# ---- block 1 ----
Block 1, power grid:
Pins as bars on the die edge. Tap cells in grey.
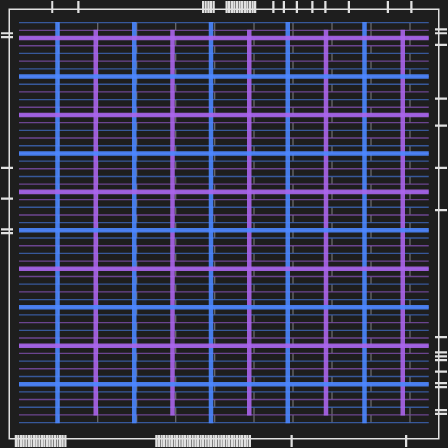

--- src/rtl/bus_uart_if.sv ---
// Bus-side port bundle of the UART: hub-style request signals in,
// combinational decode plus registered ready/rdata back.
interface bus_uart_if;
    logic [31:0] addr;
    logic [31:0] wdata;
    logic [3:0]  wmask;
    logic        ren;
    logic        wen;
    logic [31:0] rdata;
    logic        ready;
    logic        active;

    modport master (output addr, wdata, wmask, ren, wen,
                    input  rdata, ready, active);
    modport slave  (input  addr, wdata, wmask, ren, wen,
                    output rdata, ready, active);
endinterface

--- src/rtl/bus_uart.sv ---
// Memory-mapped 8N1 UART: DATA/STATUS/DIV registers, TX and RX byte FIFOs,
// bit-serial TX/RX state machines sharing one programmable divisor.
module bus_uart #(
    parameter logic [31:0] BASE_ADDR   = 32'h0001_0000,
    parameter logic [15:0] DEFAULT_DIV = 16'd433,
    parameter int          FIFO_DEPTH  = 8
) (
    input  logic      clk,
    input  logic      rst,
    bus_uart_if.slave bus,
    output logic      tx,
    input  logic      rx
);
    localparam int AW = $clog2(FIFO_DEPTH);
    localparam logic [AW:0] PTR_ONE = (AW+1)'(1);

    typedef enum logic [1:0] {S_IDLE, S_START, S_DATA, S_STOP} uart_st_e;

    // ---------------- bus decode ----------------
    logic [31:0] off;
    logic        acc, wr_acc, rd_acc;
    logic [1:0]  sel;

    // subtract-then-compare stays correct even if BASE_ADDR sits near the top
    assign off        = bus.addr - BASE_ADDR;
    assign bus.active = (off < 32'd16);
    assign acc        = (bus.ren | bus.wen) & bus.active & ~bus.ready;
    assign wr_acc     = acc & bus.wen;
    assign rd_acc     = acc & bus.ren & ~bus.wen;
    assign sel        = bus.addr[3:2];

    logic unused_bits;
    assign unused_bits = ^{bus.wdata[31:16], bus.wmask[3:2], bus.addr[1:0]};

    logic [15:0] div;
    logic [2:0]  sticky;   // {frame_err, rx_ovf, tx_ovf}

    // ---------------- TX FIFO ----------------
    logic [7:0]  tx_mem [FIFO_DEPTH];
    logic [AW:0] tx_wp, tx_rp;
    logic        tx_full, tx_empty, tx_wr, tx_push, tx_pop;

    assign tx_empty = (tx_wp == tx_rp);
    assign tx_full  = (tx_wp[AW] != tx_rp[AW]) && (tx_wp[AW-1:0] == tx_rp[AW-1:0]);
    assign tx_wr    = wr_acc && (sel == 2'd0) && bus.wmask[0];
    assign tx_push  = tx_wr && (!tx_full || tx_pop);

    // ---------------- RX FIFO ----------------
    logic [7:0]  rx_mem [FIFO_DEPTH];
    logic [AW:0] rx_wp, rx_rp;
    logic        rx_full, rx_empty, rx_push, rx_pop;
    logic        rx_stop, rx_good;
    logic [7:0]  rx_sh;

    assign rx_empty = (rx_wp == rx_rp);
    assign rx_full  = (rx_wp[AW] != rx_rp[AW]) && (rx_wp[AW-1:0] == rx_rp[AW-1:0]);
    assign rx_pop   = rd_acc && (sel == 2'd0) && !rx_empty;
    assign rx_push  = rx_good && (!rx_full || rx_pop);

    always_ff @(posedge clk) begin
        if (tx_push) tx_mem[tx_wp[AW-1:0]] <= bus.wdata[7:0];
        if (rx_push) rx_mem[rx_wp[AW-1:0]] <= rx_sh;
    end

    always_ff @(posedge clk or posedge rst) begin
        if (rst) begin
            tx_wp <= '0;
            tx_rp <= '0;
            rx_wp <= '0;
            rx_rp <= '0;
        end else begin
            if (tx_push) tx_wp <= tx_wp + PTR_ONE;
            if (tx_pop)  tx_rp <= tx_rp + PTR_ONE;
            if (rx_push) rx_wp <= rx_wp + PTR_ONE;
            if (rx_pop)  rx_rp <= rx_rp + PTR_ONE;
        end
    end

    // ---------------- TX FSM ----------------
    uart_st_e    tx_st;
    logic [15:0] tx_cnt;
    logic [2:0]  tx_bit;
    logic [7:0]  tx_sh;
    logic        tx_busy;

    assign tx_pop  = !tx_empty && ((tx_st == S_IDLE) || ((tx_st == S_STOP) && (tx_cnt == 16'd0)));
    assign tx_busy = (tx_st != S_IDLE) || !tx_empty;

    always_ff @(posedge clk or posedge rst) begin
        if (rst) begin
            tx_st  <= S_IDLE;
            tx_cnt <= '0;
            tx_bit <= '0;
            tx_sh  <= '0;
            tx     <= 1'b1;
        end else begin
            case (tx_st)
                S_IDLE: if (tx_pop) begin
                    tx_sh  <= tx_mem[tx_rp[AW-1:0]];
                    tx_cnt <= div;
                    tx     <= 1'b0;
                    tx_st  <= S_START;
                end
                S_START: if (tx_cnt != 16'd0) tx_cnt <= tx_cnt - 16'd1;
                else begin
                    tx_cnt <= div;
                    tx_bit <= '0;
                    tx     <= tx_sh[0];
                    tx_st  <= S_DATA;
                end
                S_DATA: if (tx_cnt != 16'd0) tx_cnt <= tx_cnt - 16'd1;
                else begin
                    tx_cnt <= div;
                    if (tx_bit == 3'd7) begin
                        tx    <= 1'b1;
                        tx_st <= S_STOP;
                    end else begin
                        tx_bit <= tx_bit + 3'd1;
                        tx_sh  <= {1'b0, tx_sh[7:1]};
                        tx     <= tx_sh[1];
                    end
                end
                S_STOP: if (tx_cnt != 16'd0) tx_cnt <= tx_cnt - 16'd1;
                // back-to-back bytes go straight into the next start bit
                else if (tx_pop) begin
                    tx_sh  <= tx_mem[tx_rp[AW-1:0]];
                    tx_cnt <= div;
                    tx     <= 1'b0;
                    tx_st  <= S_START;
                end else begin
                    tx_st <= S_IDLE;
                end
                default: tx_st <= S_IDLE;
            endcase
        end
    end

    // ---------------- RX FSM ----------------
    uart_st_e    rx_st;
    logic [15:0] rx_cnt;
    logic [2:0]  rx_bit;
    logic        rx_s1, rx_s2, rx_prev;

    assign rx_stop = (rx_st == S_STOP) && (rx_cnt == 16'd0);
    assign rx_good = rx_stop && rx_s2;

    always_ff @(posedge clk or posedge rst) begin
        if (rst) begin
            rx_s1   <= 1'b1;
            rx_s2   <= 1'b1;
            rx_prev <= 1'b1;
            rx_st   <= S_IDLE;
            rx_cnt  <= '0;
            rx_bit  <= '0;
            rx_sh   <= '0;
        end else begin
            rx_s1   <= rx;
            rx_s2   <= rx_s1;
            rx_prev <= rx_s2;
            case (rx_st)
                // half-bit wait lands every later sample near mid-bit
                S_IDLE: if (rx_prev && !rx_s2) begin
                    rx_cnt <= div >> 1;
                    rx_st  <= S_START;
                end
                S_START: if (rx_cnt != 16'd0) rx_cnt <= rx_cnt - 16'd1;
                else if (rx_s2) rx_st <= S_IDLE;
                else begin
                    rx_cnt <= div;
                    rx_bit <= '0;
                    rx_st  <= S_DATA;
                end
                S_DATA: if (rx_cnt != 16'd0) rx_cnt <= rx_cnt - 16'd1;
                else begin
                    rx_sh  <= {rx_s2, rx_sh[7:1]};
                    rx_cnt <= div;
                    if (rx_bit == 3'd7) rx_st <= S_STOP;
                    else                rx_bit <= rx_bit + 3'd1;
                end
                S_STOP: if (rx_cnt != 16'd0) rx_cnt <= rx_cnt - 16'd1;
                else rx_st <= S_IDLE;
                default: rx_st <= S_IDLE;
            endcase
        end
    end

    // ---------------- registers ----------------
    logic [2:0]  st_set, st_clr;
    logic [31:0] status, rd_val;

    assign st_set = {rx_stop && !rx_s2, rx_good && !rx_push, tx_wr && !tx_push};
    assign st_clr = (wr_acc && (sel == 2'd1) && bus.wmask[0]) ? bus.wdata[7:5] : 3'b000;
    assign status = {24'b0, sticky, tx_busy, rx_full, rx_empty, tx_empty, tx_full};

    always_comb begin
        rd_val = '0;
        case (sel)
            2'd0:    if (!rx_empty) rd_val = {23'b0, 1'b1, rx_mem[rx_rp[AW-1:0]]};
            2'd1:    rd_val = status;
            2'd2:    rd_val = {16'b0, div};
            default: rd_val = '0;
        endcase
    end

    always_ff @(posedge clk or posedge rst) begin
        if (rst) begin
            div        <= DEFAULT_DIV;
            sticky     <= '0;
            bus.ready  <= 1'b0;
            bus.rdata  <= '0;
        end else begin
            // a flag raised in the same cycle as its clear stays set
            sticky    <= (sticky & ~st_clr) | st_set;
            bus.ready <= acc;
            bus.rdata <= rd_acc ? rd_val : 32'b0;
            if (wr_acc && (sel == 2'd2)) begin
                if (bus.wmask[0]) div[7:0]  <= bus.wdata[7:0];
                if (bus.wmask[1]) div[15:8] <= bus.wdata[15:8];
            end
        end
    end
endmodule

--- src/flat_wrapper.sv ---
// flat-port wrapper written by rule: the top's interface ports become plain ports
module bus_uart_flat 
#(
    parameter logic [31:0] BASE_ADDR   = 32'h0001_0000,
    parameter logic [15:0] DEFAULT_DIV = 16'd433,
    parameter int          FIFO_DEPTH  = 8
)
  (clk, rst, tx, rx, bus_addr, bus_wdata, bus_wmask, bus_ren, bus_wen, bus_rdata, bus_ready, bus_active);
  bus_uart_if bus_i ();
  input  logic clk;
  input  logic rst;
  output logic tx;
  input  logic rx;
  input wire logic [$bits(bus_i.addr)-1:0] bus_addr;
  input wire logic [$bits(bus_i.wdata)-1:0] bus_wdata;
  input wire logic [$bits(bus_i.wmask)-1:0] bus_wmask;
  input wire logic [$bits(bus_i.ren)-1:0] bus_ren;
  input wire logic [$bits(bus_i.wen)-1:0] bus_wen;
  output wire logic [$bits(bus_i.rdata)-1:0] bus_rdata;
  output wire logic [$bits(bus_i.ready)-1:0] bus_ready;
  output wire logic [$bits(bus_i.active)-1:0] bus_active;
  assign bus_i.addr = bus_addr;
  assign bus_i.wdata = bus_wdata;
  assign bus_i.wmask = bus_wmask;
  assign bus_i.ren = bus_ren;
  assign bus_i.wen = bus_wen;
  assign bus_rdata = bus_i.rdata;
  assign bus_ready = bus_i.ready;
  assign bus_active = bus_i.active;
  bus_uart #(.BASE_ADDR(BASE_ADDR), .DEFAULT_DIV(DEFAULT_DIV), .FIFO_DEPTH(FIFO_DEPTH)) u_core (.clk(clk), .rst(rst), .bus(bus_i), .tx(tx), .rx(rx));
endmodule
--- config.mk ---
export PLATFORM = sky130hd
export DESIGN_NAME = bus_uart_flat
export DESIGN_NICKNAME = d
export VERILOG_FILES = /design/src/rtl/bus_uart_if.sv /design/src/rtl/bus_uart.sv /design/src/flat_wrapper.sv
export SDC_FILE = /design/constraint.sdc
export NUM_CORES = 1
export LEC_CHECK = 0
export CAP_MARGIN = 40
export CORE_MARGIN = 3
export CORE_UTILIZATION = 55
export CTS_CLUSTER_DIAMETER = 100
export DETAILED_ROUTE_END_ITERATION = 8
export PLACE_DENSITY = 0.78
export SYNTH_ARGS = -nofsm -noshare
export SYNTH_HDL_FRONTEND = slang
export SYNTH_SLANG_ARGS = --single-unit
--- constraint.sdc ---
create_clock -name clk -period 4.25 [get_ports clk]
set_clock_uncertainty 0.2 [all_clocks]
set_input_delay 0.6375 -clock clk [delete_from_list [all_inputs] [get_ports clk]]
set_output_delay 0.6375 -clock clk [all_outputs]
set_load 0.05 [all_outputs]
# ---- block 2 ----
**config.mk**
```make
export PLATFORM = sky130hd
export DESIGN_NAME = branch_predictor
export DESIGN_NICKNAME = d
export VERILOG_FILES = /design/src/rtl/bp_pkg.sv /design/src/rtl/bp_btb.sv /design/src/rtl/branch_predictor.sv
export SDC_FILE = /design/constraint.sdc
export NUM_CORES = 1
export LEC_CHECK = 0
export ABC_AREA = 0
export ABC_CLOCK_PERIOD_IN_PS = 5200
export CAP_MARGIN = 40
export CELL_PAD_IN_SITES_DETAIL_PLACEMENT = 0
export CELL_PAD_IN_SITES_GLOBAL_PLACEMENT = 1
export CORE_UTILIZATION = 55
export DETAILED_ROUTE_END_ITERATION = 10
export DONT_BUFFER_PORTS = 1
export PLACE_DENSITY_LB_ADDON = 0.1
export RECOVER_POWER = 25
export SLEW_MARGIN = 20
export SYNTH_ARGS = -nofsm -noshare
export SYNTH_HDL_FRONTEND = slang
export SYNTH_HIERARCHICAL = 1
export SYNTH_SLANG_ARGS = --single-unit
```
**constraint.sdc**
```tcl
create_clock -name clk -period 5.2 [get_ports clk]
set_clock_uncertainty 0.1 [all_clocks]
set_input_delay 0.78 -clock clk [delete_from_list [all_inputs] [get_ports clk]]
set_output_delay 0.78 -clock clk [all_outputs]
set_load 0.03 [all_outputs]
```
**src/rtl/bp_pkg.sv**
```systemverilog
`default_nettype none
// ============================================================================
// Module      : bp_pkg
// Description : Shared types, counter encodings and the saturating-counter
//               update helper for the branch predictor.
// Revision    : 1.0 - initial release
// ============================================================================
package bp_pkg;

  typedef logic [1:0] counter_t;

  localparam counter_t CNT_SNT   = 2'd0;  // strongly not-taken
  localparam counter_t CNT_WNT   = 2'd1;  // weakly not-taken
  localparam counter_t CNT_WT    = 2'd2;  // weakly taken
  localparam counter_t CNT_ST    = 2'd3;  // strongly taken
  localparam counter_t CNT_RESET = CNT_WNT;

  // Two-bit saturating step toward the resolved direction.
  function automatic counter_t sat_update(input counter_t c, input logic taken);
    counter_t nxt;
    nxt = c;
    if (taken) begin
      if (c != CNT_ST) nxt = c + 2'd1;
    end else begin
      if (c != CNT_SNT) nxt = c - 2'd1;
    end
    return nxt;
  endfunction

endpackage
`default_nettype wire

```
**src/rtl/bp_btb.sv**
```systemverilog
`default_nettype none
// ============================================================================
// Module      : bp_btb
// Description : Direct-mapped branch target buffer (valid / tag / target).
//               One lookup port for fetch, one hit-check port for the
//               resolving branch, one write port. The tag is PC bits above
//               the index and disappears when INDEX_W == PC_W.
// Revision    : 1.0 - initial release
// ============================================================================
module bp_btb #(
  parameter int PC_W    = 5,
  parameter int INDEX_W = 5
) (
  input  logic            clk,
  input  logic            rst_n,
  input  logic [PC_W-1:0] i_rd_pc,
  output logic            o_rd_hit,
  output logic [PC_W-1:0] o_rd_target,
  input  logic [PC_W-1:0] i_chk_pc,
  output logic            o_chk_hit,
  input  logic            i_wr_en,
  input  logic [PC_W-1:0] i_wr_pc,
  input  logic [PC_W-1:0] i_wr_target
);

  localparam int ENTRIES = 2 ** INDEX_W;
  localparam int TAG_W   = PC_W - INDEX_W;

  logic [ENTRIES-1:0] r_valid;
  logic [PC_W-1:0]    r_target [ENTRIES];

  logic [INDEX_W-1:0] w_rd_idx;
  logic [INDEX_W-1:0] w_chk_idx;
  logic [INDEX_W-1:0] w_wr_idx;
  logic               w_rd_tag_ok;
  logic               w_chk_tag_ok;

  assign w_rd_idx  = i_rd_pc[INDEX_W-1:0];
  assign w_chk_idx = i_chk_pc[INDEX_W-1:0];
  assign w_wr_idx  = i_wr_pc[INDEX_W-1:0];

  // Valid bits and targets: cleared on reset, written on taken resolution.
  always_ff @(posedge clk or negedge rst_n) begin
    if (!rst_n) begin
      r_valid <= '0;
      for (int i = 0; i < ENTRIES; i++) r_target[i] <= '0;
    end else if (i_wr_en) begin
      r_valid[w_wr_idx]  <= 1'b1;
      r_target[w_wr_idx] <= i_wr_target;
    end
  end

  generate
    if (TAG_W > 0) begin : g_tag
      logic [TAG_W-1:0] r_tag [ENTRIES];

      // Tag storage follows the same write as the target.
      always_ff @(posedge clk or negedge rst_n) begin
        if (!rst_n) begin
          for (int i = 0; i < ENTRIES; i++) r_tag[i] <= '0;
        end else if (i_wr_en) begin
          r_tag[w_wr_idx] <= i_wr_pc[PC_W-1:INDEX_W];
        end
      end

      assign w_rd_tag_ok  = (r_tag[w_rd_idx]  == i_rd_pc[PC_W-1:INDEX_W]);
      assign w_chk_tag_ok = (r_tag[w_chk_idx] == i_chk_pc[PC_W-1:INDEX_W]);
    end else begin : g_notag
      assign w_rd_tag_ok  = 1'b1;
      assign w_chk_tag_ok = 1'b1;
    end
  endgenerate

  assign o_rd_hit    = r_valid[w_rd_idx] & w_rd_tag_ok;
  assign o_rd_target = r_target[w_rd_idx];
  assign o_chk_hit   = r_valid[w_chk_idx] & w_chk_tag_ok;

endmodule
`default_nettype wire

```
**src/rtl/branch_predictor.sv**
```systemverilog
`default_nettype none
// ============================================================================
// Module      : branch_predictor
// Description : Fetch-stage direction/target predictor. 2-bit saturating
//               counter table plus a direct-mapped target buffer, trained by
//               branches resolved in Execute. Zero-latency lookup, no bypass
//               of a same-cycle update.
//               Optional macro BRANCH_PREDICTOR_GSHARE_EN: the counter table
//               is indexed by PC XOR global history (target buffer stays
//               PC-indexed).
// Revision    : 1.0 - initial release
// ============================================================================
module branch_predictor
  import bp_pkg::*;
#(
  parameter int PC_W    = 5,
  parameter int INDEX_W = 5,
  parameter int CNT_W   = 16,
  parameter int GHR_W   = 4
) (
  input  logic             clk,
  input  logic             reset,
  input  logic [PC_W-1:0]  pc_F,
  output logic             predict_taken_F,
  output logic [PC_W-1:0]  predict_target_F,
  output logic [GHR_W-1:0] ghr_F,
  input  logic             update_signal_E,
  input  logic [PC_W-1:0]  pc_E,
  input  logic [GHR_W-1:0] ghr_E,
  input  logic             actual_outcome_E,
  input  logic             prediction_E,
  input  logic [PC_W-1:0]  target_E,
  output logic             mispredict_E,
  output logic [CNT_W-1:0] mispredict_count
);

  localparam int ENTRIES = 2 ** INDEX_W;

  counter_t           r_cnt [ENTRIES];
  logic [CNT_W-1:0]   r_mcount;

  logic [INDEX_W-1:0] w_cidx_F;
  logic [INDEX_W-1:0] w_cidx_E;
  logic               w_btb_hit_F;
  logic [PC_W-1:0]    w_btb_target_F;
  logic               w_btb_hit_E;
  logic               w_btb_we;
  logic               w_cnt_we;

  assign w_btb_we = update_signal_E & actual_outcome_E;
  // A not-taken branch only trains a counter that already belongs to it.
  assign w_cnt_we = update_signal_E & (actual_outcome_E | w_btb_hit_E);

`ifdef BRANCH_PREDICTOR_GSHARE_EN
  logic [GHR_W-1:0] r_ghr;

  assign w_cidx_F = pc_F[INDEX_W-1:0] ^ INDEX_W'(r_ghr);
  assign w_cidx_E = pc_E[INDEX_W-1:0] ^ INDEX_W'(ghr_E);
  assign ghr_F    = r_ghr;

  // Global history shifts in every resolved outcome.
  always_ff @(posedge clk or negedge reset) begin
    if (!reset) begin
      r_ghr <= '0;
    end else if (update_signal_E) begin
      r_ghr <= GHR_W'({r_ghr, actual_outcome_E});
    end
  end
`else
  logic w_unused_ghr_e;

  assign w_cidx_F       = pc_F[INDEX_W-1:0];
  assign w_cidx_E       = pc_E[INDEX_W-1:0];
  assign ghr_F          = '0;
  assign w_unused_ghr_e = ^ghr_E;
`endif

  bp_btb #(
    .PC_W    (PC_W),
    .INDEX_W (INDEX_W)
  ) u_btb (
    .clk         (clk),
    .rst_n       (reset),
    .i_rd_pc     (pc_F),
    .o_rd_hit    (w_btb_hit_F),
    .o_rd_target (w_btb_target_F),
    .i_chk_pc    (pc_E),
    .o_chk_hit   (w_btb_hit_E),
    .i_wr_en     (w_btb_we),
    .i_wr_pc     (pc_E),
    .i_wr_target (target_E)
  );

  // Counter table: reset to weakly not-taken, saturating training from E.
  always_ff @(posedge clk or negedge reset) begin
    if (!reset) begin
      for (int i = 0; i < ENTRIES; i++) r_cnt[i] <= CNT_RESET;
    end else if (w_cnt_we) begin
      r_cnt[w_cidx_E] <= sat_update(r_cnt[w_cidx_E], actual_outcome_E);
    end
  end

  // Read-only lookup; fall through to the sequential PC when not taken.
  assign predict_taken_F  = r_cnt[w_cidx_F][1] & w_btb_hit_F;
  assign predict_target_F = predict_taken_F ? w_btb_target_F : (pc_F + PC_W'(1));

  assign mispredict_E = update_signal_E & (actual_outcome_E != prediction_E);

  // Misprediction statistics, saturating at all-ones.
  always_ff @(posedge clk or negedge reset) begin
    if (!reset) begin
      r_mcount <= '0;
    end else if (mispredict_E && (r_mcount != '1)) begin
      r_mcount <= r_mcount + CNT_W'(1);
    end
  end

  assign mispredict_count = r_mcount;

endmodule
`default_nettype wire

```
# ---- block 3 ----
<file path="src/rtl/relprime_pkg.sv">
// Shared types and defaults for the relprime sequencing controller.
package relprime_pkg;
  typedef enum logic [1:0] {
    S_IDLE  = 2'd0,
    S_GCD   = 2'd1,
    S_CHECK = 2'd2,
    S_DONE  = 2'd3
  } relprime_state_t;

  localparam int unsigned DEF_WIDTH   = 16;
  localparam int unsigned DEF_M_FIRST = 2;
endpackage

</file>
<file path="src/rtl/gcd_step.sv">
// One subtractive-Euclid step: the larger operand is reduced by the smaller.
module gcd_step #(
  parameter int unsigned WIDTH = relprime_pkg::DEF_WIDTH
) (
  input  logic [WIDTH-1:0] a,
  input  logic [WIDTH-1:0] b,
  output logic [WIDTH-1:0] a_next,
  output logic [WIDTH-1:0] b_next,
  output logic             eq
);
  always_comb begin
    a_next = a;
    b_next = b;
    eq     = (a == b);
    if (a > b)
      a_next = a - b;
    else if (b > a)
      b_next = b - a;
  end
endmodule

</file>
<file path="src/rtl/relprime_ctrl.sv">
// Finds the smallest m >= M_FIRST coprime with n using one subtractive GCD
// step per cycle, reported through a busy/done handshake.
module relprime_ctrl
  import relprime_pkg::*;
#(
  parameter int unsigned WIDTH   = DEF_WIDTH,
  parameter int unsigned M_FIRST = DEF_M_FIRST
) (
  input  logic             CLK,
  input  logic             RST,
  input  logic             start,
  input  logic [WIDTH-1:0] n,
  output logic             busy,
  output logic             done,
  output logic [WIDTH-1:0] result,
  output logic             err
);
  localparam logic [WIDTH-1:0] M_INIT = WIDTH'(M_FIRST);
  localparam logic [WIDTH-1:0] ONE    = WIDTH'(1);

  relprime_state_t  state;
  logic [WIDTH-1:0] nreg;
  logic [WIDTH-1:0] m;
  logic [WIDTH-1:0] a;
  logic [WIDTH-1:0] b;
  logic [WIDTH-1:0] a_next;
  logic [WIDTH-1:0] b_next;
  logic             eq;
  logic [WIDTH-1:0] m_inc;

  assign m_inc = m + ONE;

  gcd_step #(.WIDTH(WIDTH)) u_step (
    .a      (a),
    .b      (b),
    .a_next (a_next),
    .b_next (b_next),
    .eq     (eq)
  );

  always_ff @(posedge CLK or posedge RST) begin
    if (RST) begin
      state  <= S_IDLE;
      nreg   <= '0;
      m      <= '0;
      a      <= '0;
      b      <= '0;
      busy   <= 1'b0;
      done   <= 1'b0;
      err    <= 1'b0;
      result <= '0;
    end else begin
      done <= 1'b0;
      case (state)
        S_IDLE: begin
          if (start) begin
            if (n == '0) begin
              result <= '0;
              err    <= 1'b1;
              done   <= 1'b1;
              state  <= S_DONE;
            end else begin
              nreg  <= n;
              m     <= M_INIT;
              a     <= n;
              b     <= M_INIT;
              err   <= 1'b0;
              busy  <= 1'b1;
              state <= S_GCD;
            end
          end
        end
        S_GCD: begin
          if (eq) begin
            state <= S_CHECK;
          end else begin
            a <= a_next;
            b <= b_next;
          end
        end
        S_CHECK: begin
          // a holds gcd(nreg, m) here; 1 means the candidate is coprime.
          if (a == ONE) begin
            result <= m;
            busy   <= 1'b0;
            done   <= 1'b1;
            state  <= S_DONE;
          end else begin
            m     <= m_inc;
            a     <= nreg;
            b     <= m_inc;
            state <= S_GCD;
          end
        end
        S_DONE:  state <= S_IDLE;
        default: state <= S_IDLE;
      endcase
    end
  end
endmodule

</file>
<file path="config.mk">
export PLATFORM = sky130hd
export DESIGN_NAME = relprime_ctrl
export DESIGN_NICKNAME = d
export VERILOG_FILES = /design/src/rtl/relprime_pkg.sv /design/src/rtl/gcd_step.sv /design/src/rtl/relprime_ctrl.sv
export SDC_FILE = /design/constraint.sdc
export NUM_CORES = 1
export LEC_CHECK = 0
export CAP_MARGIN = 25
export CORE_MARGIN = 2
export CORE_UTILIZATION = 35
export CTS_CLUSTER_DIAMETER = 40
export DETAILED_ROUTE_END_ITERATION = 16
export MAX_ROUTING_LAYER = met4
export SLEW_MARGIN = 15
export SYNTH_ARGS = -nofsm -noshare
export SYNTH_HDL_FRONTEND = slang
export SYNTH_SLANG_ARGS = --single-unit
export TNS_END_PERCENT = 50
</file>
<file path="constraint.sdc">
create_clock -name CLK -period 2.7 [get_ports CLK]
set_clock_uncertainty 0.2 [all_clocks]
set_input_delay 0.27 -clock CLK [delete_from_list [all_inputs] [get_ports CLK]]
set_output_delay 0.27 -clock CLK [all_outputs]
set_load 0.03 [all_outputs]
</file>
# ---- block 4 ----
==> src/rtl/tone_pkg.sv <==
// Shared types and constants for the two-channel square-wave tone synthesizer.
package tone_pkg;

  typedef enum logic [1:0] {
    ENV_IDLE,
    ENV_ATTACK,
    ENV_SUSTAIN,
    ENV_RELEASE
  } env_state_t;

  localparam int               LEVEL_W   = 8;
  localparam logic [LEVEL_W-1:0] LEVEL_MAX = 8'd255;
  localparam int               AMP_SHIFT = 4;
  localparam int               AMP_W     = 15;
  localparam int               SAMPLE_W  = 16;

endpackage

==> src/rtl/tone_osc.sv <==
// One square-wave channel: half-period counter, phase bit and divider-change restart.
module tone_osc #(
  parameter int DIV_W = 22
) (
  input  logic             clk,
  input  logic             rst,
  input  logic [DIV_W-1:0] div,
  output logic             phase,
  output logic             active
);

  localparam logic [DIV_W-1:0] DIV_MIN = DIV_W'(2);

  logic [DIV_W-1:0] div_q;
  logic [DIV_W-1:0] cnt;
  logic             silent;

  assign silent = (div < DIV_MIN);

  always_ff @(posedge clk) begin
    if (!rst) begin
      div_q  <= '0;
      cnt    <= '0;
      phase  <= 1'b0;
      active <= 1'b0;
    end else begin
      div_q  <= div;
      active <= !silent;
      if (silent) begin
        cnt   <= '0;
        phase <= 1'b0;
      end else if (div != div_q) begin
        // new period starts here; phase carries over so the waveform stays continuous
        cnt <= '0;
      end else if (cnt == div_q - DIV_W'(1)) begin
        cnt   <= '0;
        phase <= ~phase;
      end else begin
        cnt <= cnt + DIV_W'(1);
      end
    end
  end

endmodule

==> src/rtl/tone_synth.sv <==
// Stereo square-wave tone synthesizer with shared level/volume scaling.
// Define TONE_ENVELOPE_EN for the attack/sustain/release envelope; otherwise level is a plain gate.
module tone_synth
  import tone_pkg::*;
#(
  parameter int DIV_W    = 22,
  parameter int ENV_TICK = 65536,
  parameter int ATK_STEP = 8,
  parameter int REL_STEP = 4
) (
  input  logic                       clk,
  input  logic                       rst,
  input  logic                       note_on,
  input  logic [DIV_W-1:0]           div_left,
  input  logic [DIV_W-1:0]           div_right,
  input  logic [2:0]                 volume,
  output logic signed [SAMPLE_W-1:0] audio_left,
  output logic signed [SAMPLE_W-1:0] audio_right,
  output logic                       env_busy
);

  if (ENV_TICK < 1 || ATK_STEP < 1 || REL_STEP < 1) begin : g_bad_param
    $error("tone_synth: ENV_TICK, ATK_STEP and REL_STEP must all be >= 1");
  end

  function automatic logic signed [SAMPLE_W-1:0] to_sample(input logic [AMP_W-1:0] amp,
                                                           input logic             ph,
                                                           input logic             act);
    logic signed [SAMPLE_W-1:0] mag;
    mag = signed'({1'b0, amp});
    if (!act) return '0;
    return ph ? mag : -mag;
  endfunction

  logic [LEVEL_W-1:0] level;
  logic               phase_l, phase_r;
  logic               active_l, active_r;

  tone_osc #(.DIV_W(DIV_W)) u_osc_left (
    .clk    (clk),
    .rst    (rst),
    .div    (div_left),
    .phase  (phase_l),
    .active (active_l)
  );

  tone_osc #(.DIV_W(DIV_W)) u_osc_right (
    .clk    (clk),
    .rst    (rst),
    .div    (div_right),
    .phase  (phase_r),
    .active (active_r)
  );

`ifdef TONE_ENVELOPE_EN
  localparam int PRE_W = (ENV_TICK > 1) ? $clog2(ENV_TICK) : 1;

  function automatic logic [LEVEL_W-1:0] level_up(input logic [LEVEL_W-1:0] lvl);
    int sum;
    sum = int'(lvl) + ATK_STEP;
    return (sum >= int'(LEVEL_MAX)) ? LEVEL_MAX : LEVEL_W'(sum);
  endfunction

  function automatic logic [LEVEL_W-1:0] level_down(input logic [LEVEL_W-1:0] lvl);
    int diff;
    diff = int'(lvl) - REL_STEP;
    return (diff <= 0) ? '0 : LEVEL_W'(diff);
  endfunction

  env_state_t         state;
  logic [PRE_W-1:0]   pre;
  logic               tick;
  logic [LEVEL_W-1:0] lvl_up, lvl_down;

  assign tick     = (pre == PRE_W'(ENV_TICK - 1));
  assign lvl_up   = level_up(level);
  assign lvl_down = level_down(level);
  assign env_busy = (state != ENV_IDLE);

  always_ff @(posedge clk) begin
    if (!rst || tick) pre <= '0;
    else              pre <= pre + PRE_W'(1);
  end

  // note_on transitions take priority over a same-cycle tick step
  always_ff @(posedge clk) begin
    if (!rst) begin
      state <= ENV_IDLE;
      level <= '0;
    end else begin
      case (state)
        ENV_IDLE: begin
          level <= '0;
          if (note_on) state <= ENV_ATTACK;
        end
        ENV_ATTACK: begin
          if (!note_on) begin
            state <= ENV_RELEASE;
          end else if (tick) begin
            level <= lvl_up;
            if (lvl_up == LEVEL_MAX) state <= ENV_SUSTAIN;
          end
        end
        ENV_SUSTAIN: begin
          level <= LEVEL_MAX;
          if (!note_on) state <= ENV_RELEASE;
        end
        ENV_RELEASE: begin
          if (note_on) begin
            state <= ENV_ATTACK;
          end else if (tick) begin
            level <= lvl_down;
            if (lvl_down == '0) state <= ENV_IDLE;
          end
        end
        default: begin
          state <= ENV_IDLE;
          level <= '0;
        end
      endcase
    end
  end
`else
  assign level    = note_on ? LEVEL_MAX : '0;
  assign env_busy = note_on;
`endif

  // stage p0: amplitude = level * volume * 16 (max 28560, fits 15 bits)
  logic [LEVEL_W+2:0] lv_prod;
  logic [AMP_W-1:0]   amp_p0;

  assign lv_prod = {3'b000, level} * {{LEVEL_W{1'b0}}, volume};
  assign amp_p0  = {lv_prod, {AMP_SHIFT{1'b0}}};

  // stage p1: registered signed samples
  logic signed [SAMPLE_W-1:0] audio_l_p1, audio_r_p1;

  always_ff @(posedge clk) begin
    if (!rst) begin
      audio_l_p1 <= '0;
      audio_r_p1 <= '0;
    end else begin
      audio_l_p1 <= to_sample(amp_p0, phase_l, active_l);
      audio_r_p1 <= to_sample(amp_p0, phase_r, active_r);
    end
  end

  assign audio_left  = audio_l_p1;
  assign audio_right = audio_r_p1;

endmodule
==> config.mk <==
export PLATFORM = sky130hd
export DESIGN_NAME = tone_synth
export DESIGN_NICKNAME = d
export VERILOG_FILES = /design/src/rtl/tone_pkg.sv /design/src/rtl/tone_osc.sv /design/src/rtl/tone_synth.sv
export SDC_FILE = /design/constraint.sdc
export NUM_CORES = 1
export LEC_CHECK = 0
export CORE_MARGIN = 2
export CORE_UTILIZATION = 50
export DETAILED_ROUTE_END_ITERATION = 10
export GPL_TIMING_DRIVEN = 0
export PLACE_DENSITY = 0.74
export RECOVER_POWER = 50
export SYNTH_ARGS = -nofsm -noshare
export SYNTH_HDL_FRONTEND = slang
export SYNTH_HIERARCHICAL = 1
export SYNTH_SLANG_ARGS = --single-unit
==> constraint.sdc <==
create_clock -name clk -period 9.4 [get_ports clk]
set_input_delay 1.41 -clock clk [delete_from_list [all_inputs] [get_ports clk]]
set_output_delay 1.41 -clock clk [all_outputs]
set_load 0.05 [all_outputs]
Block 4, placement by cell class:
The bar under the picture is 20 microns long.
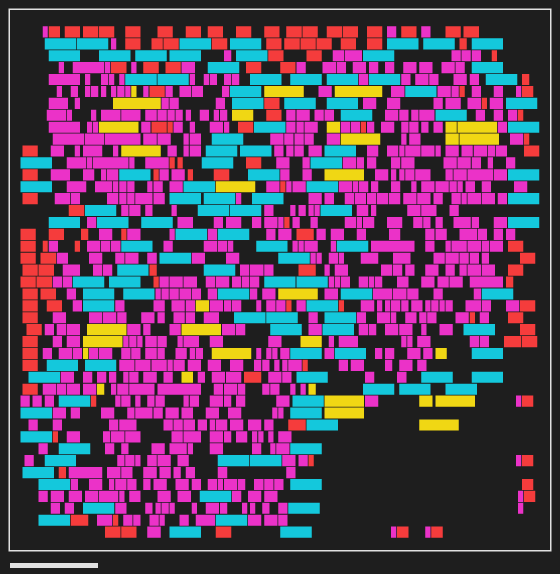
- clock drivers and dummy loads: yellow (cells 32; share of their area 6.9%)
- flip-flops: cyan (cells 116; share of their area 27%)
- other buffers and delay cells: red (cells 120; share of their area 12%)
- all other logic: magenta (cells 657; share of their area 54%)
post-route core utilization: 62.7%
sequential share of cell area: 26.7%
row cnt: 43
placeable core region: 13900 sq um

==> notes.md, block 4 <==
Finish
- 1105 — Finished Layout Cells
- 116 x dfxtp_1, 78 x xor2_1, 57 x xnor2_1, 54 x nor2_1, 51 x clkdlybuf4s50_1 — Top cells excl fill/tap
- 12.4% — share of layout cells above drive strength 1
- 978 — Nets

Yosys
- 3.23% — post-synthesis share of cell area spent on full adders, half adders and majority gates
- 6 — warning count from the yosys run
- 31.4% — Post-Synth Simple-Gate Area
- 116 x dfxtp_1, 78 x xor2_1, 57 x xnor2_1 — most numerous cell types in the synthesized netlist
- 812 — total cells reported by yosys after synthesis
- 0 — post-synth tally of flip-flops with integrated enable

Run
- 32 — number of warnings the tools reported

Power
- 1010 uW — Internal Dissipation
- 0.00328 uW — leakage power summed over all cells
- 0.145 mV — peak supply drop
- 523 uW — Seq power
- 634 uW — total clock network power

STA
- 219 MHz — Highest Clock Rate
- 4.82 ns — post-route worst setup slack
- 0.490 ns — hold slack final
- no — unrepaired setup endpoints after global routing
- 0.581 ns — worst slew pin tran
- 48.7% — crit share post-route

Placed design
- 4.42 ns — worst setup slack after placement
- 8110 sq um — placed instance area

Route
- 5 — detailed-router iteration count before antenna repair
- 383 — Starting DRT DRC Count

Setup path
- in2reg — Setup CP Type
- flip-flop — Critical Path End Type
- 2 — number of buffer and inverter instances along the worst setup path

Clock tree
- 2 — buffer depth of the longest clock path
- clkbuf_16 — CTS Root Buffer Type

Status
- finished, final reports clean — result of the run

Global route
- met2 — busiest grt layer

## block 4: cell type report
cell class | count | area, sq um
Clock buffer | 21 | 460
Timing Repair Buffer | 74 | 741
Fill cell | 1199 | 5180
Multi-Input combinational cell | 633 | 4470
Tap cell | 180 | 225
Buffer | 46 | 259
Inverter | 24 | 90.1
Sequential cell | 116 | 2320
Clock inverter | 11 | 128
## block 4: state kept, by name, indices dropped and copies added, names as in the netlist
| register | count |
|---|---|
| audio_right | 12 |
| u_osc_right/cnt | 22 |
| u_osc_right/active | 1 |
| u_osc_right/phase | 1 |
| u_osc_left/phase | 1 |
| u_osc_left/cnt | 22 |
| u_osc_left/div_q | 22 |
| audio_left | 12 |
| u_osc_left/active | 1 |
| u_osc_right/div_q | 22 |
## block 4: worst max-delay path by stage
stage | startpoint | to | slack (ns) | depth (start not counted)
after floorplan | volume[1] | audio_left[14] | 5.34 | 10
after global placement | note_on | audio_right[14] | 4.50 | 10
after detailed placement | note_on | audio_left[14] | 4.42 | 10
after CTS | note_on | audio_left[14] | 4.82 | 10
after global routing | note_on | audio_left[14] | 4.63 | 10
final | note_on | audio_left[14] | 4.82 | 10
Block 3, power grid:
Pins as bars on the die edge. Tap cells in grey.
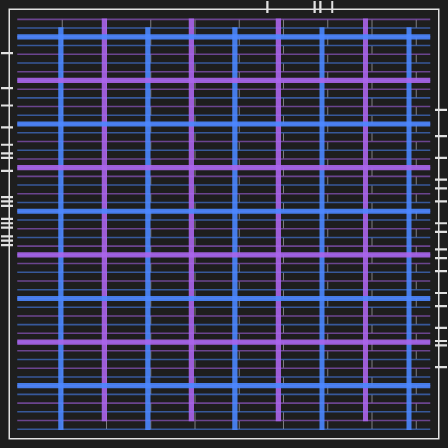
- VDD: purple
- VSS: blue
- signal pins: 38
- met4 straps: 9
- met1 rails: 48
- tap cells: 220
- rows: 47
peak supply drop: 0.365 mV
floorplan die width: 133 microns
Vert. Die Dim: 133 microns
placeable core region: 16500 sq um

Block 3, gate-type map:
The bar under the picture is 50 microns long.
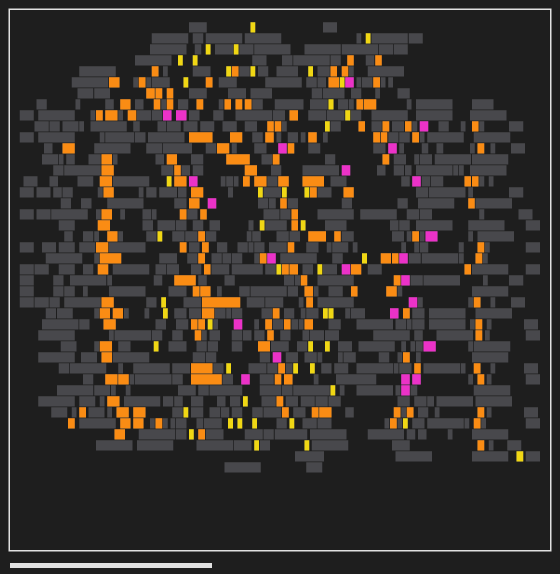
- inverting AOI/OAI gates: orange (cells 156; most used o21ai_0)
- AND and OR gates: magenta (cells 24; most used and3_1)
- inverters: yellow (cells 47; most used inv_1)
Finished Layout Cells: 1007
most common logic cell in the routed design: nand2_1
Comb area share: 45.9%

==> notes.md, block 3 <==
Clock tree
- 5 — number of post-CTS setup repair buffers

Placed design
- 12400 microns — post-detailed-placement half-perimeter wirelength
- -0.195 ns — worst setup slack after placement
- 37 — count of port buffers added during placement

Route
- 5298 — Vias
- 0 — DRC errors left

Yosys
- dfrtp_1 36%, ha_1 7.9%, nand2_1 6.3% — biggest area contributors in the synthesized netlist
- 8.76 sq um — average cell area after synthesis
- 15.8% — Post-Synth Simple-Gate Area
- 100% — async set-or-reset flop fraction in the synthesized netlist
- 670 — Gate Count Post-Synth
- 85 — ys flops

Global route
- met2 — busiest grt layer
- 19.4% — overall fraction of global-route tracks in use

Setup path
- inv_2 — most repeated library cell on the critical path

Status
- finished, final reports clean — result of the run

STA
- 0.709 ns — worst slew pin tran
- 0 — final setup violating endpoints
- 52.7% — normalized max-slew margin

Power
- 46.5% — share of total power in the clock network

Finish
- 16.5% — non-clk buf share

Run
- 0 — max-cap check violation count

## block 3: cells by family after synthesis
| logic type | Yosys count |
|---|---|
| flip-flops | 85 |
| AND/OR/NAND/NOR | 200 |
| buffers and inverters | 89 |
| multiplexers | 35 |
| XOR/XNOR | 30 |
| adder cells (fa/ha/maj) | 39 |
| AND-OR/OR-AND | 192 |
## block 3: synthesized netlist by cell type (2+ instances only)
cell type / instances
nor2b_1: 6
dfrtp_1: 85
o21ai_0: 54
a21o_1: 12
o31ai_1: 16
nor3_1: 2
buf_6: 2
a21oi_1: 39
o21a_1: 5
buf_2: 15
nand3_1: 13
o21ai_1: 4
clkbuf_1: 22
nor3b_1: 2
and4_1: 2
buf_4: 2
nand2b_1: 8
a221oi_1: 14
o221ai_1: 2
and2_1: 4
a22o_1: 16
nor4_1: 10
xnor2_1: 18
mux2i_1: 16
mux2_2: 19
nand2_1: 99
a221oi_2: 3
o22ai_1: 4
a21boi_0: 2
or3_1: 4
ha_1: 37
inv_1: 46
xor2_1: 12
a31oi_1: 6
o21bai_1: 3
nor2_1: 27
and3_1: 9
or2_2: 5
fa_1: 2
nand4_1: 8
Block 2, power grid:
Pins as bars on the die edge. Tap cells in grey.
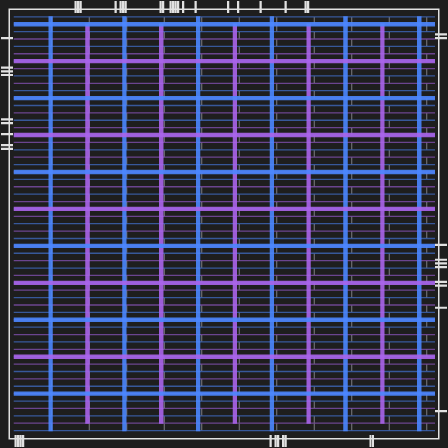
- VDD: purple
- VSS: blue
- rows: 56
- met5 straps: 11
- met4 straps: 11
- met1 rails: 57
- signal pins: 51
floorplan die width: 158 microns
Vert. Die Dim: 158 microns
peak supply drop: 0.281 mV

==> notes.md, block 2 <==
Yosys
- dfrtp_1 45%, mux2_1 14%, mux4_2 12% — biggest area contributors in the synthesized netlist
- 14.4 sq um — average cell area after synthesis
- 50 — tally of unique sky130hd cells used after synthesis
- 13300 sq um — post-synthesis instance area
- 272 — ys flops
- dfrtp_1 — largest area contributor in the netlist

Finish
- 931 — Nets
- 14400 sq um — Layout Cell Area excl Fill
- 1814 — Filler Cells Inserted

STA
- 240 — final hold viol count
- -0.167 ns — hold slack final
- no — unrepaired setup endpoints after global routing

Clock tree
- 0.54 ns — clock insertion delay at the later pin of the skew report

Status
- hold timing — violated checks
- finished, violations left — result of the run

Power
- 1380 uW — Switching Power

Global route
- met2 — busiest grt layer
- 0 — number of antenna violations at the first check in global routing

Setup path
- mux4_2 — most repeated library cell on the critical path
- primary output — Critical Path End Type

Route
- 1310 microns — detailed-routed wire length on met3
- 7795 — Vias
- 14900 microns — routed wl met2

==> block 2: registers in the layout, summed over array words and instances (netlist names) <==
register and count:
r_cnt 64, u_btb/r_valid 32, u_btb/r_target 160, mispredict_count 16
==> block 2: power by group through the flow <==
stage	Combinational [uW]	Clock (uW)	Sequential, uW
final	744	2180	2760
after global routing	805	2300	2800
after CTS	753	2220	2750
after detailed placement	748	0	2790
after global placement	716	0	2760
after floorplan	666	0	2710
==> block 2: stage by stage <==
stage	worst slack, ns	instances
3_5_place_dp	1.31	1194
3_3_place_gp	1.29	1194
6_report	1.18	1246
5_1_grt	1.10	1246
2_1_floorplan	1.01	930
4_1_cts	1.16	1246
==> block 2: placed cells by master, fill, tap and decap left out, drive strengths merged, types with 6 or more instances in the layout <==
cell type  count
o21ai         11
dfrtp        240
nand2b        18
mux4          70
nand2         33
xnor2         13
nand3         14
mux2         236
nand3b         7
clkbuf        44
xor2           6
mux2i         47
nor2          54
o22ai         11
dfstp         32
or2           19
==> block 2: critical path: cells and delay by family (launching register included) <==
family,cells,cell delay (ns)
DFF,1,0.40
AOI/OAI and AO/OA,2,0.15
muxes,4,1.80
buffers and inverters,1,0.23
Block 1, gate-type map:
The bar under the picture is 50 microns long.
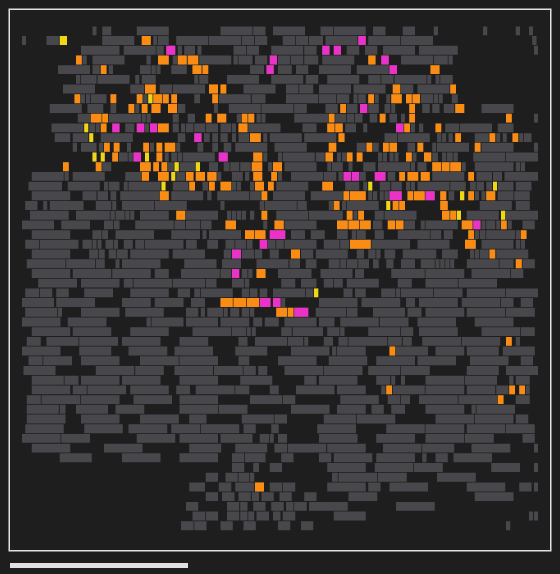
- inverting AOI/OAI gates: orange (cells 151; most used o21ai_0)
- inverters: yellow (cells 18; most used inv_1)
- AND and OR gates: magenta (cells 29; most used and2_1)
most common logic cell in the routed design: edfxtp_1
Comb area share: 33.7%
Finished Layout Cells: 1282

About 'power grid' of block 1:
- VSS: blue
- VDD: purple
- rows: 52
- met1 rails: 53
- signal pins: 108
- met4 straps: 10
- tap cells: 270
floorplan die width: 151 microns
Vert. Die Dim: 151 microns
placeable core region: 20500 sq um

==> notes.md, block 1 <==
Clock tree
- 0.51 ns — clock insertion delay at the later pin of the skew report
- 242 — clock sink count

Status
- finished, final reports clean — result of the run

Finish
- 1503 — Filler Cells Inserted

Route
- 20.5 microns — Avg WL per Cell
- 6.05 — via/cell ratio

Setup path
- buffers and inverters — dominant delay contributor by cell family on the critical path
- 2.79 ns — signal arrival time at the worst endpoint
- 2 — number of buffer and inverter instances along the worst setup path
- bus_addr[12] — CP startpoint

Floorplan
- 108 — # IOs

Yosys
- 128 — post-synth tally of flip-flops with integrated enable
- 912 — Gate Count Post-Synth
- 2.71% — XORs/XNORs by Area

Worst hold path
- 0 — number of cells on the worst hold path

Placed design
- 0.514 ns — worst setup slack after placement

Power
- 464 nW/um^2 — Power per Cell Area

==> block 1: flip-flops by register name, summed over array words and instances, names as in the netlist, 4 cells and up, named ones only <==
register and flops:
u_core.rx_wp 4, u_core.tx_wp 4, u_core.tx_mem 64, u_core.bus.rdata 16, u_core.tx_rp 4, u_core.tx_cnt 16
u_core.rx_sh 8, u_core.rx_cnt 16, u_core.rx_rp 4, u_core.rx_mem 64, u_core.div 16, u_core.tx_sh 8
==> block 1: metal layers <==
metal | GRT usage (%) | vias to the layer above | routed length (microns)
li1 | - | 3578 | -
met1 | 32.7 | 3851 | 10800
met2 | 39.3 | 275 | 13300
met3 | 3.50 | 57 | 1590
met4 | 6.03 | 0 | 689
met5 | 0 | - | 0
==> block 1: power groups by stage <==
stage	clock (uW)	sequential (uW)	combinational, uW
detailed placement	0	2740	1260
global placement	0	2730	1220
CTS	2330	2690	1260
floorplan	0	2700	971
finish	2290	2700	1270
global route	2440	2710	1410
==> block 1: cell type report <==
type / instances / share of cell area [%]
timing repair buffer: 104 / 7.10
sequential: 242 / 49.7
inverter: 18 / 0.519
multi-input combinational: 604 / 33.7
tap: 270 / 2.50
clock inverter: 10 / 1.14
clock buffer: 34 / 5.35


## Gallery

Clock wiring as the flow saved it.
shot_01.png
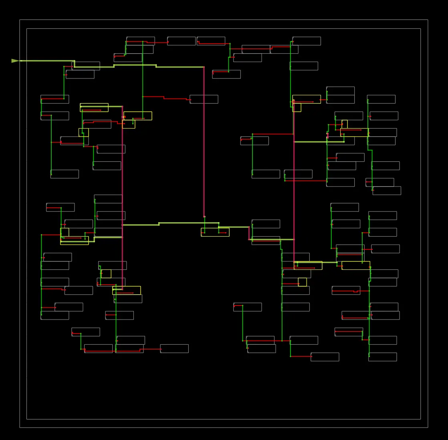
shot_02.png
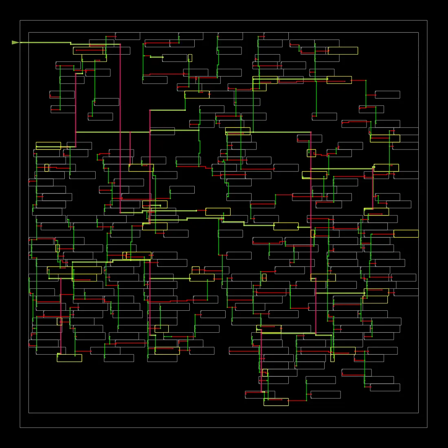
shot_03.png
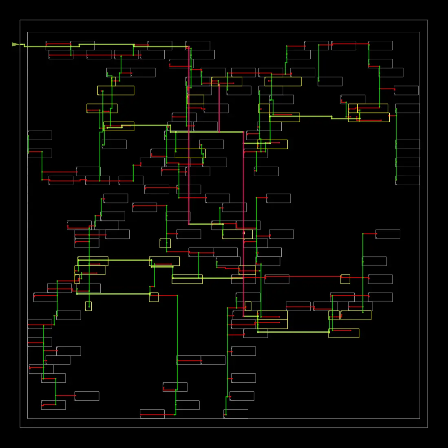
shot_04.png
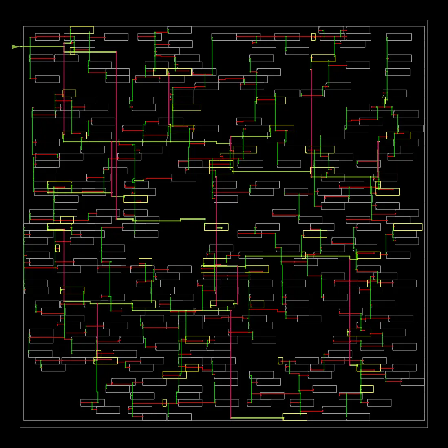
| from | picture |
|---|---|
| block 4 | shot_03.png |
| block 1 | shot_02.png |
| block 3 | shot_01.png |
| block 2 | shot_04.png |
Of these, fewest clock buffers: shot_01.png
Of these, most clock buffers: shot_04.png


==> screenshots <==
Clock distribution.
image #1
The bar under the picture is 50 microns long.
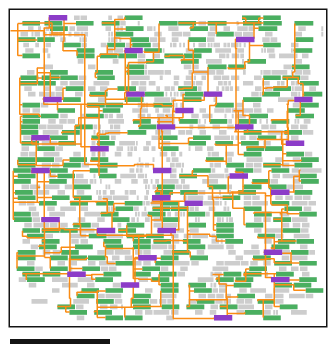
image #2
The bar under the picture is 50 microns long.
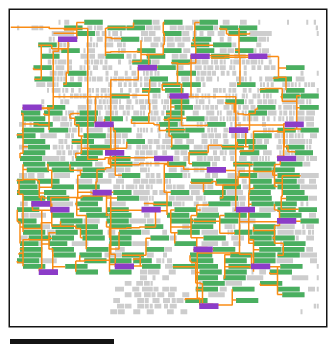
image #3
The bar under the picture is 20 microns long.
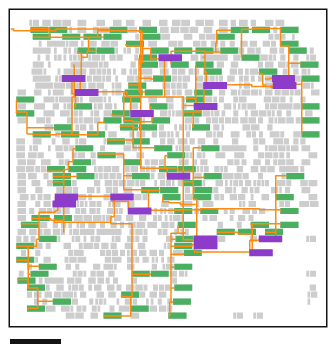
image #4
The bar under the picture is 50 microns long.
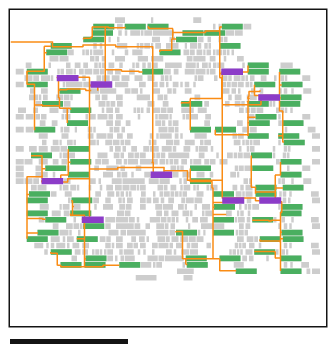
The one with the smallest die is image #3.
block 2 -> image #1
block 1 -> image #2
block 3 -> image #4
block 4 -> image #3

Power is estimated from default activity; no workload was simulated.
